# ---- led_pattern_sequencer ----
==> led_pattern_sequencer/met3.png <==
Scale: 2 px per um.
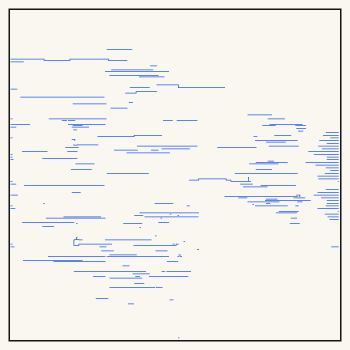

## src/rtl/led_pattern_sequencer.sv

```systemverilog
// led_pattern_sequencer: steps through stored LED patterns, updating the serializer word only on frame boundaries
module led_pattern_sequencer #(
  parameter int DEPTH   = 8,
  parameter int AW      = 3,
  parameter int DWELL_W = 24
) (
  input  logic               i_clk,
  input  logic               i_rst_n,
  input  logic               i_wr_en,
  input  logic [AW-1:0]      i_wr_addr,
  input  logic [15:0]        i_wr_data,
  input  logic               i_run,
  input  logic [AW-1:0]      i_last_slot,
  input  logic [DWELL_W-1:0] i_dwell,
  input  logic               i_frame_done,
  output logic [15:0]        o_data,
  output logic [AW-1:0]      o_slot,
  output logic               o_wrap,
  output logic               o_active
);
  typedef enum logic [1:0] {IDLE, DWELL, WAIT_FRAME, STOP_WAIT} state_t;
  state_t             r_state, w_state_nxt;
  logic [15:0]        r_ram [DEPTH];
  logic [DWELL_W-1:0] r_cnt, w_cnt_nxt, w_dwell_ld;
  logic [AW-1:0]      r_slot, w_slot_nxt, r_next, w_next_nxt;
  logic [15:0]        r_data, w_data_nxt, w_rd_cur, w_rd_next;
  logic               r_wrap, w_wrap_nxt, r_first, w_first_nxt, r_fd_q, w_fd;
  assign w_fd       = i_frame_done & ~r_fd_q;
  assign w_dwell_ld = (i_dwell == '0) ? DWELL_W'(1) : i_dwell;
  assign w_rd_cur   = (i_wr_en && i_wr_addr == r_slot) ? i_wr_data : r_ram[r_slot];
  assign w_rd_next  = (i_wr_en && i_wr_addr == r_next) ? i_wr_data : r_ram[r_next];
  assign o_data     = r_data;
  assign o_slot     = r_slot;
  assign o_wrap     = r_wrap;
  assign o_active   = r_state != IDLE;
  // pattern storage; contents are left unreset
  always_ff @(posedge i_clk) if (i_wr_en) r_ram[i_wr_addr] <= i_wr_data;
  // state and output registers
  always_ff @(posedge i_clk or negedge i_rst_n) begin
    if (!i_rst_n) begin
      r_state <= IDLE;
      r_cnt   <= '0;
      r_slot  <= '0;
      r_next  <= '0;
      r_data  <= '0;
      r_wrap  <= 1'b0;
      r_first <= 1'b0;
      r_fd_q  <= 1'b0;
    end else begin
      r_state <= w_state_nxt;
      r_cnt   <= w_cnt_nxt;
      r_slot  <= w_slot_nxt;
      r_next  <= w_next_nxt;
      r_data  <= w_data_nxt;
      r_wrap  <= w_wrap_nxt;
      r_first <= w_first_nxt;
      r_fd_q  <= i_frame_done;
    end
  end
  // next-state: dwell countdown, frame-aligned slot changes, stop and blank
  always_comb begin
    w_state_nxt = r_state;
    w_cnt_nxt   = r_cnt;
    w_slot_nxt  = r_slot;
    w_next_nxt  = r_next;
    w_data_nxt  = r_data;
    w_wrap_nxt  = 1'b0;
    w_first_nxt = r_first;
    case (r_state)
      IDLE: if (i_run) begin
        w_state_nxt = WAIT_FRAME;
        w_cnt_nxt   = w_dwell_ld;
        w_slot_nxt  = '0;
        w_next_nxt  = '0;
        w_first_nxt = 1'b1;
      end
      DWELL: if (!i_run) w_state_nxt = STOP_WAIT;
      else begin
        if (w_fd) w_data_nxt = w_rd_cur;
        if (r_cnt <= DWELL_W'(1)) begin
          w_state_nxt = WAIT_FRAME;
          w_next_nxt  = (r_slot >= i_last_slot) ? '0 : r_slot + 1'b1;
        end else w_cnt_nxt = r_cnt - 1'b1;
      end
      WAIT_FRAME: if (!i_run) w_state_nxt = STOP_WAIT;
      else if (w_fd) begin
        w_state_nxt = DWELL;
        w_slot_nxt  = r_next;
        w_data_nxt  = w_rd_next;
        w_cnt_nxt   = w_dwell_ld;
        w_wrap_nxt  = (r_next == '0) && !r_first;
        w_first_nxt = 1'b0;
      end
      STOP_WAIT: if (w_fd) begin
        w_state_nxt = IDLE;
        w_data_nxt  = '0;
        w_slot_nxt  = '0;
      end
      default: w_state_nxt = IDLE;
    endcase
  end
endmodule

```

## config.mk

```make
export PLATFORM = sky130hd
export DESIGN_NAME = led_pattern_sequencer
export DESIGN_NICKNAME = d
export VERILOG_FILES = /design/src/rtl/led_pattern_sequencer.sv
export SDC_FILE = /design/constraint.sdc
export NUM_CORES = 1
export LEC_CHECK = 0
export ABC_CLOCK_PERIOD_IN_PS = 2600
export CAP_MARGIN = 20
export CORE_UTILIZATION = 34
export DETAILED_ROUTE_END_ITERATION = 8
export GPL_ROUTABILITY_DRIVEN = 0
export GPL_TIMING_DRIVEN = 0
export PLACE_DENSITY = 0.61
export RECOVER_POWER = 50
export SYNTH_ARGS = -nofsm -noshare
export SYNTH_HDL_FRONTEND = slang
export SYNTH_SLANG_ARGS = --single-unit
```

## constraint.sdc

```tcl
create_clock -name i_clk -period 2.6 [get_ports i_clk]
set_input_delay 0.78 -clock i_clk [delete_from_list [all_inputs] [get_ports i_clk]]
set_output_delay 0.78 -clock i_clk [all_outputs]
set_load 0.02 [all_outputs]
```

# ---- coax_rx_frame_ctrl ----
File: src/rtl/coax_rx_frame_ctrl.sv
`timescale 1ns/1ps
// Coax receiver framing controller: buffers received words one deep, tags
// sof/eof for the downstream FIFO and reports receive errors with a marker word.
module coax_rx_frame_ctrl #(
  parameter int MAX_FRAME_WORDS = 32,
  parameter int WORD_TIMEOUT    = 256
) (
  input  logic        clk,
  input  logic        reset_n,
  input  logic        enable,
  input  logic        rx_active,
  input  logic        rx_error,
  input  logic        rx_strobe,
  input  logic [9:0]  rx_data,
  output logic        rx_reset,
  input  logic        fifo_full,
  output logic        fifo_wr,
  output logic [12:0] fifo_data,
  output logic        frame_done,
  output logic [5:0]  frame_words,
  output logic        error,
  output logic [2:0]  error_code,
  input  logic        error_ack
);
  localparam int              TW    = $clog2(WORD_TIMEOUT + 1);
  localparam logic [5:0]      MAXW  = 6'(MAX_FRAME_WORDS);
  localparam logic [TW-1:0]   TLAST = TW'(WORD_TIMEOUT - 1);
  localparam logic [2:0]      E_NONE  = 3'd0;
  localparam logic [2:0]      E_RXERR = 3'd1;
  localparam logic [2:0]      E_OVFL  = 3'd2;
  localparam logic [2:0]      E_FULL  = 3'd3;
  localparam logic [2:0]      E_TOUT  = 3'd4;

  typedef enum logic [2:0] {S_DISABLED, S_IDLE, S_RECEIVE, S_ERROR, S_RECOVER} state_t;

  state_t          r_state;
  logic [5:0]      r_count;
  logic [9:0]      r_hold;
  logic [TW-1:0]   r_timer;
  logic            r_marker_done;
  logic            r_rec;
  logic            r_rx_reset;
  logic            r_error;
  logic [2:0]      r_err_code;
  logic [9:0]      r_err_payload;
  logic [5:0]      r_frame_words;

  logic            w_sof;
  logic            w_strobe_wr;
  logic            w_end_wr;
  logic            w_timeout;
  logic [2:0]      w_err;
  logic            w_wr;
  logic [12:0]     w_data;
  logic            w_done;

  // The write path is decoded combinationally so that a write can honour the
  // fifo_full level of the very cycle it is issued in.
  always_comb begin
    w_sof       = (r_count == 6'd1);
    w_strobe_wr = rx_active && rx_strobe && (r_count != '0);
    w_end_wr    = !rx_active && (r_count != '0);
    w_timeout   = rx_active && !rx_strobe && (r_timer == TLAST);
    w_err       = E_NONE;
    w_wr        = 1'b0;
    w_data      = '0;
    w_done      = 1'b0;
    if (enable) begin
      case (r_state)
        S_RECEIVE: begin
          if (rx_error)
            w_err = E_RXERR;
          else if (rx_active && rx_strobe && (r_count == MAXW))
            w_err = E_OVFL;
          else if ((w_strobe_wr || w_end_wr) && fifo_full)
            w_err = E_FULL;
          else if (w_timeout)
            w_err = E_TOUT;
          else if (w_strobe_wr || w_end_wr) begin
            w_wr   = 1'b1;
            w_data = {1'b0, w_sof, w_end_wr, r_hold};
            w_done = w_end_wr;
          end
        end
        S_ERROR: begin
          if (!r_marker_done && !fifo_full) begin
            w_wr   = 1'b1;
            w_data = {3'b101, r_err_payload};
          end
        end
        default: ;
      endcase
    end
  end

  always_ff @(posedge clk or negedge reset_n) begin
    if (!reset_n) begin
      r_state       <= S_DISABLED;
      r_count       <= '0;
      r_hold        <= '0;
      r_timer       <= '0;
      r_marker_done <= 1'b0;
      r_rec         <= 1'b0;
      r_rx_reset    <= 1'b1;
      r_error       <= 1'b0;
      r_err_code    <= '0;
      r_err_payload <= '0;
      r_frame_words <= '0;
    end else if (!enable) begin
      r_state       <= S_DISABLED;
      r_rx_reset    <= 1'b1;
      r_error       <= 1'b0;
      r_count       <= '0;
      r_hold        <= '0;
      r_timer       <= '0;
      r_marker_done <= 1'b0;
      r_rec         <= 1'b0;
    end else begin
      case (r_state)
        S_DISABLED: begin
          r_state    <= S_IDLE;
          r_rx_reset <= 1'b0;
        end
        S_IDLE: begin
          r_count <= '0;
          r_hold  <= '0;
          r_timer <= '0;
          if (rx_active) r_state <= S_RECEIVE;
        end
        S_RECEIVE: begin
          if (w_err != E_NONE) begin
            r_state       <= S_ERROR;
            r_rx_reset    <= 1'b1;
            r_error       <= 1'b1;
            r_err_code    <= w_err;
            r_err_payload <= (w_err == E_RXERR) ? rx_data : {7'd0, w_err};
            r_marker_done <= 1'b0;
            r_count       <= '0;
            r_hold        <= '0;
            r_timer       <= '0;
          end else if (!rx_active) begin
            r_state <= S_IDLE;
            if (w_done) r_frame_words <= r_count;
          end else if (rx_strobe) begin
            r_hold  <= rx_data;
            r_count <= r_count + 1'b1;
            r_timer <= '0;
          end else begin
            r_timer <= r_timer + 1'b1;
          end
        end
        S_ERROR: begin
          if (w_wr)
            r_marker_done <= 1'b1;
          else if (r_marker_done && error_ack) begin
            r_state <= S_RECOVER;
            r_error <= 1'b0;
            r_rec   <= 1'b0;
          end
        end
        S_RECOVER: begin
          if (r_rec) begin
            r_state    <= S_IDLE;
            r_rx_reset <= 1'b0;
          end else begin
            r_rec <= 1'b1;
          end
        end
        default: r_state <= S_DISABLED;
      endcase
    end
  end

  assign rx_reset    = r_rx_reset;
  assign fifo_wr     = w_wr;
  assign fifo_data   = w_data;
  assign frame_done  = w_done;
  assign frame_words = r_frame_words;
  assign error       = r_error;
  assign error_code  = r_err_code;

endmodule
File: config.mk
export PLATFORM = sky130hd
export DESIGN_NAME = coax_rx_frame_ctrl
export DESIGN_NICKNAME = d
export VERILOG_FILES = /design/src/rtl/coax_rx_frame_ctrl.sv
export SDC_FILE = /design/constraint.sdc
export NUM_CORES = 1
export LEC_CHECK = 0
export ABC_AREA = 1
export CAP_MARGIN = 5
export CORE_ASPECT_RATIO = 0.7
export CORE_MARGIN = 3
export CORE_UTILIZATION = 58
export DETAILED_ROUTE_END_ITERATION = 8
export GPL_TIMING_DRIVEN = 0
export HOLD_SLACK_MARGIN = 0.05
export PLACE_DENSITY = 0.85
export SYNTH_ARGS = -nofsm -noshare
export SYNTH_HDL_FRONTEND = slang
export SYNTH_SLANG_ARGS = --single-unit
File: constraint.sdc
create_clock -name clk -period 3.85 [get_ports clk]
set_input_delay 0.385 -clock clk [delete_from_list [all_inputs] [get_ports clk]]
set_output_delay 0.385 -clock clk [all_outputs]
set_load 0.03 [all_outputs]
==> led_pattern_sequencer/final_placement.png <==
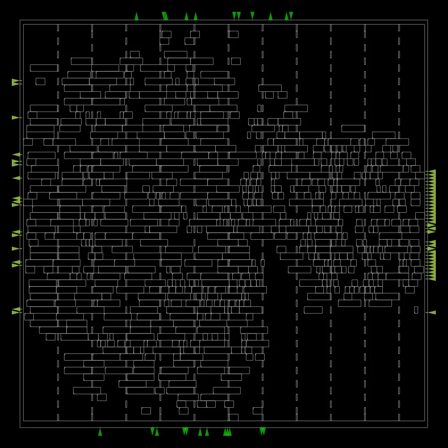
num sequential: 179
Well Taps: 335
fin util: 42.10%
fill count: 2394

## Picture notes: led_pattern_sequencer/met3.png
longest straight run: 41.9 um
nets with wire on the layer: 128
main direction: horizontal
share of all routed wire: 7.3%
wire length on this layer: 1850 um
met3 Use GR: 3.064%
via count of the routed design: 6328
Detailed Route WL: 25330 um

==> run summary, led_pattern_sequencer <==
run metrics: Synth flops 179, Synth area leader edfxtp_1, vias in the first global route 6283, mi-comb count 409, clock sinks 179, CP arrival between 1500 and 2000 ps, failing checks max-capacitance violations, max-slew violations, met3 wire len 1854 um, Top Layout Cells 128 x edfxtp_1, 64 x mux4_2, 54 x nand2_1, 51 x dfrtp_1, 50 x clkdlybuf4s50_1, Hold Path Depth 1, Signal buffers 128, most frequent logic cell in the layout edfxtp_1, FF/Latch Area 5120 um2, detailed placement HPWL 17040 um, switching power between 3 and 4 mW, Post-DP Area 10300 um2, Inserted Clock Buffers 17, Stages on worst setup path 3, max cap viols 1, status finished with violations, pins over their slew limit 27
==> coax_rx_frame_ctrl/metal_stack.png <==
Scale: 4 px per um. Only two layers are drawn.
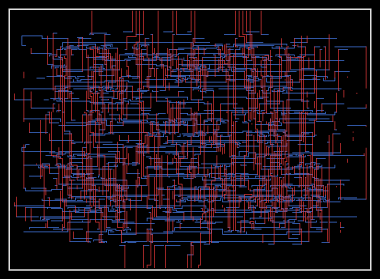
legend:
  met2:
    colour: red
    wire_length: 3130 um
  met1:
    colour: blue
    wire_length: 3290 um
via count of the routed design: 2756
WL per Instance: 14.20 um
Detailed Route WL: 7127 um
Global Route Usage Sum: 26.17%

==> run summary, coax_rx_frame_ctrl <==
run metrics: CP Launch Type flip-flop, Switching Fraction 36.09%, most frequent logic cell in the layout nand2_1, fin worst setup slack 351.5 ps, logic area ~1300 um2, number of synthesized flops with an enable pin 0, Cell area leaders dfrtp_1 44%, nand2_1 17%, inv_1 5.5%, fill count 347, status finished clean, P per Cell Area 417.7 nW/um2, CP Buf/Inv Count 4, CTS tree yes, met3 wire len 603 um, router iterations before antenna repair 5, met2 usage about two fifths, Leading cell kind combinational gates, detailed placement HPWL 5435 um, Req. time, crit path 3460 ps, area fraction in compound gates 9.349%, I/O Buffers 42, Top Layout Cells 126 x nand2_1, 50 x dfrtp_1, 42 x inv_1, 41 x nor2_1, 41 x clkdlybuf4s50_1, Inserted Clock Buffers 5, Non-clock buffer share 14.68%, num sequential 51, RSZ-0062 raised after global routing false, Largest regs r_err_payload (10), r_hold (10), r_timer (9), setup_tns 0 ps, Synth Warn # 0, mi-comb count 277, Final Hold Vio Count 0, FF/Latch Area 1277 um2, switching power about 0.53 mW, delay of the slowest critical-path stage 710 ps, DRC viols 0, Clock buf/inv share 2.979%, Non-clk invs between 40 and 50, mapped cell area 2864 um2, Critical R2R Capture r_hold[0], CP arrival 3110 ps, antenna violations before repair 0, crit end category output pin

==> screenshots <==
Sequential cells grouped by signal name.
shot_01.png
Scale: 3 px per um.
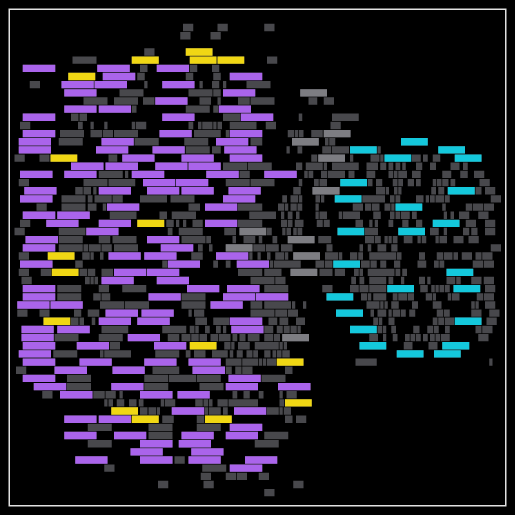
shot_02.png
Scale: 6 px per um.
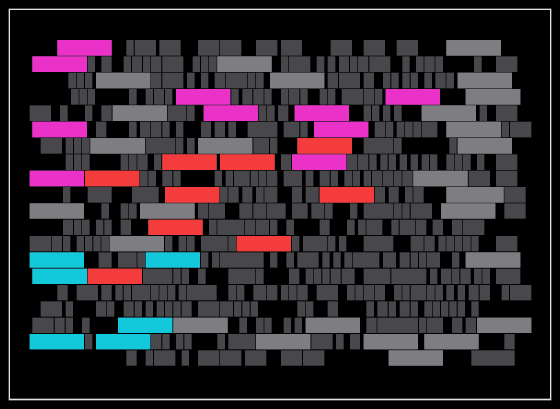
| from | picture |
|---|---|
| led_pattern_sequencer | shot_01.png |
| coax_rx_frame_ctrl | shot_02.png |

Key to shot_02.png:
legend:
  `frame_words`:
    colour: cyan
    flops: 6
    where: bottom left
  `r_timer`:
    colour: red
    flops: 9
  `r_hold`:
    colour: magenta
    flops: 10



==> layout pictures side by side <==
Cell classes on the final placement.
image #1
Scale: 3 px per um.
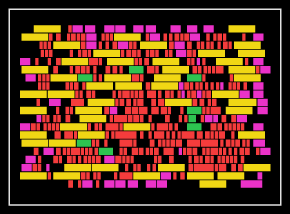
image #2
Scale: 1.5 px per um.
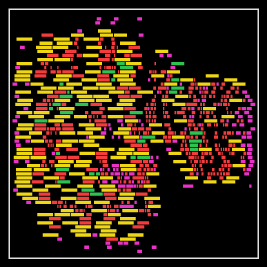
led_pattern_sequencer -> image #2
coax_rx_frame_ctrl -> image #1

Power figures rest on the tool's default switching activity, not on a simulated workload.
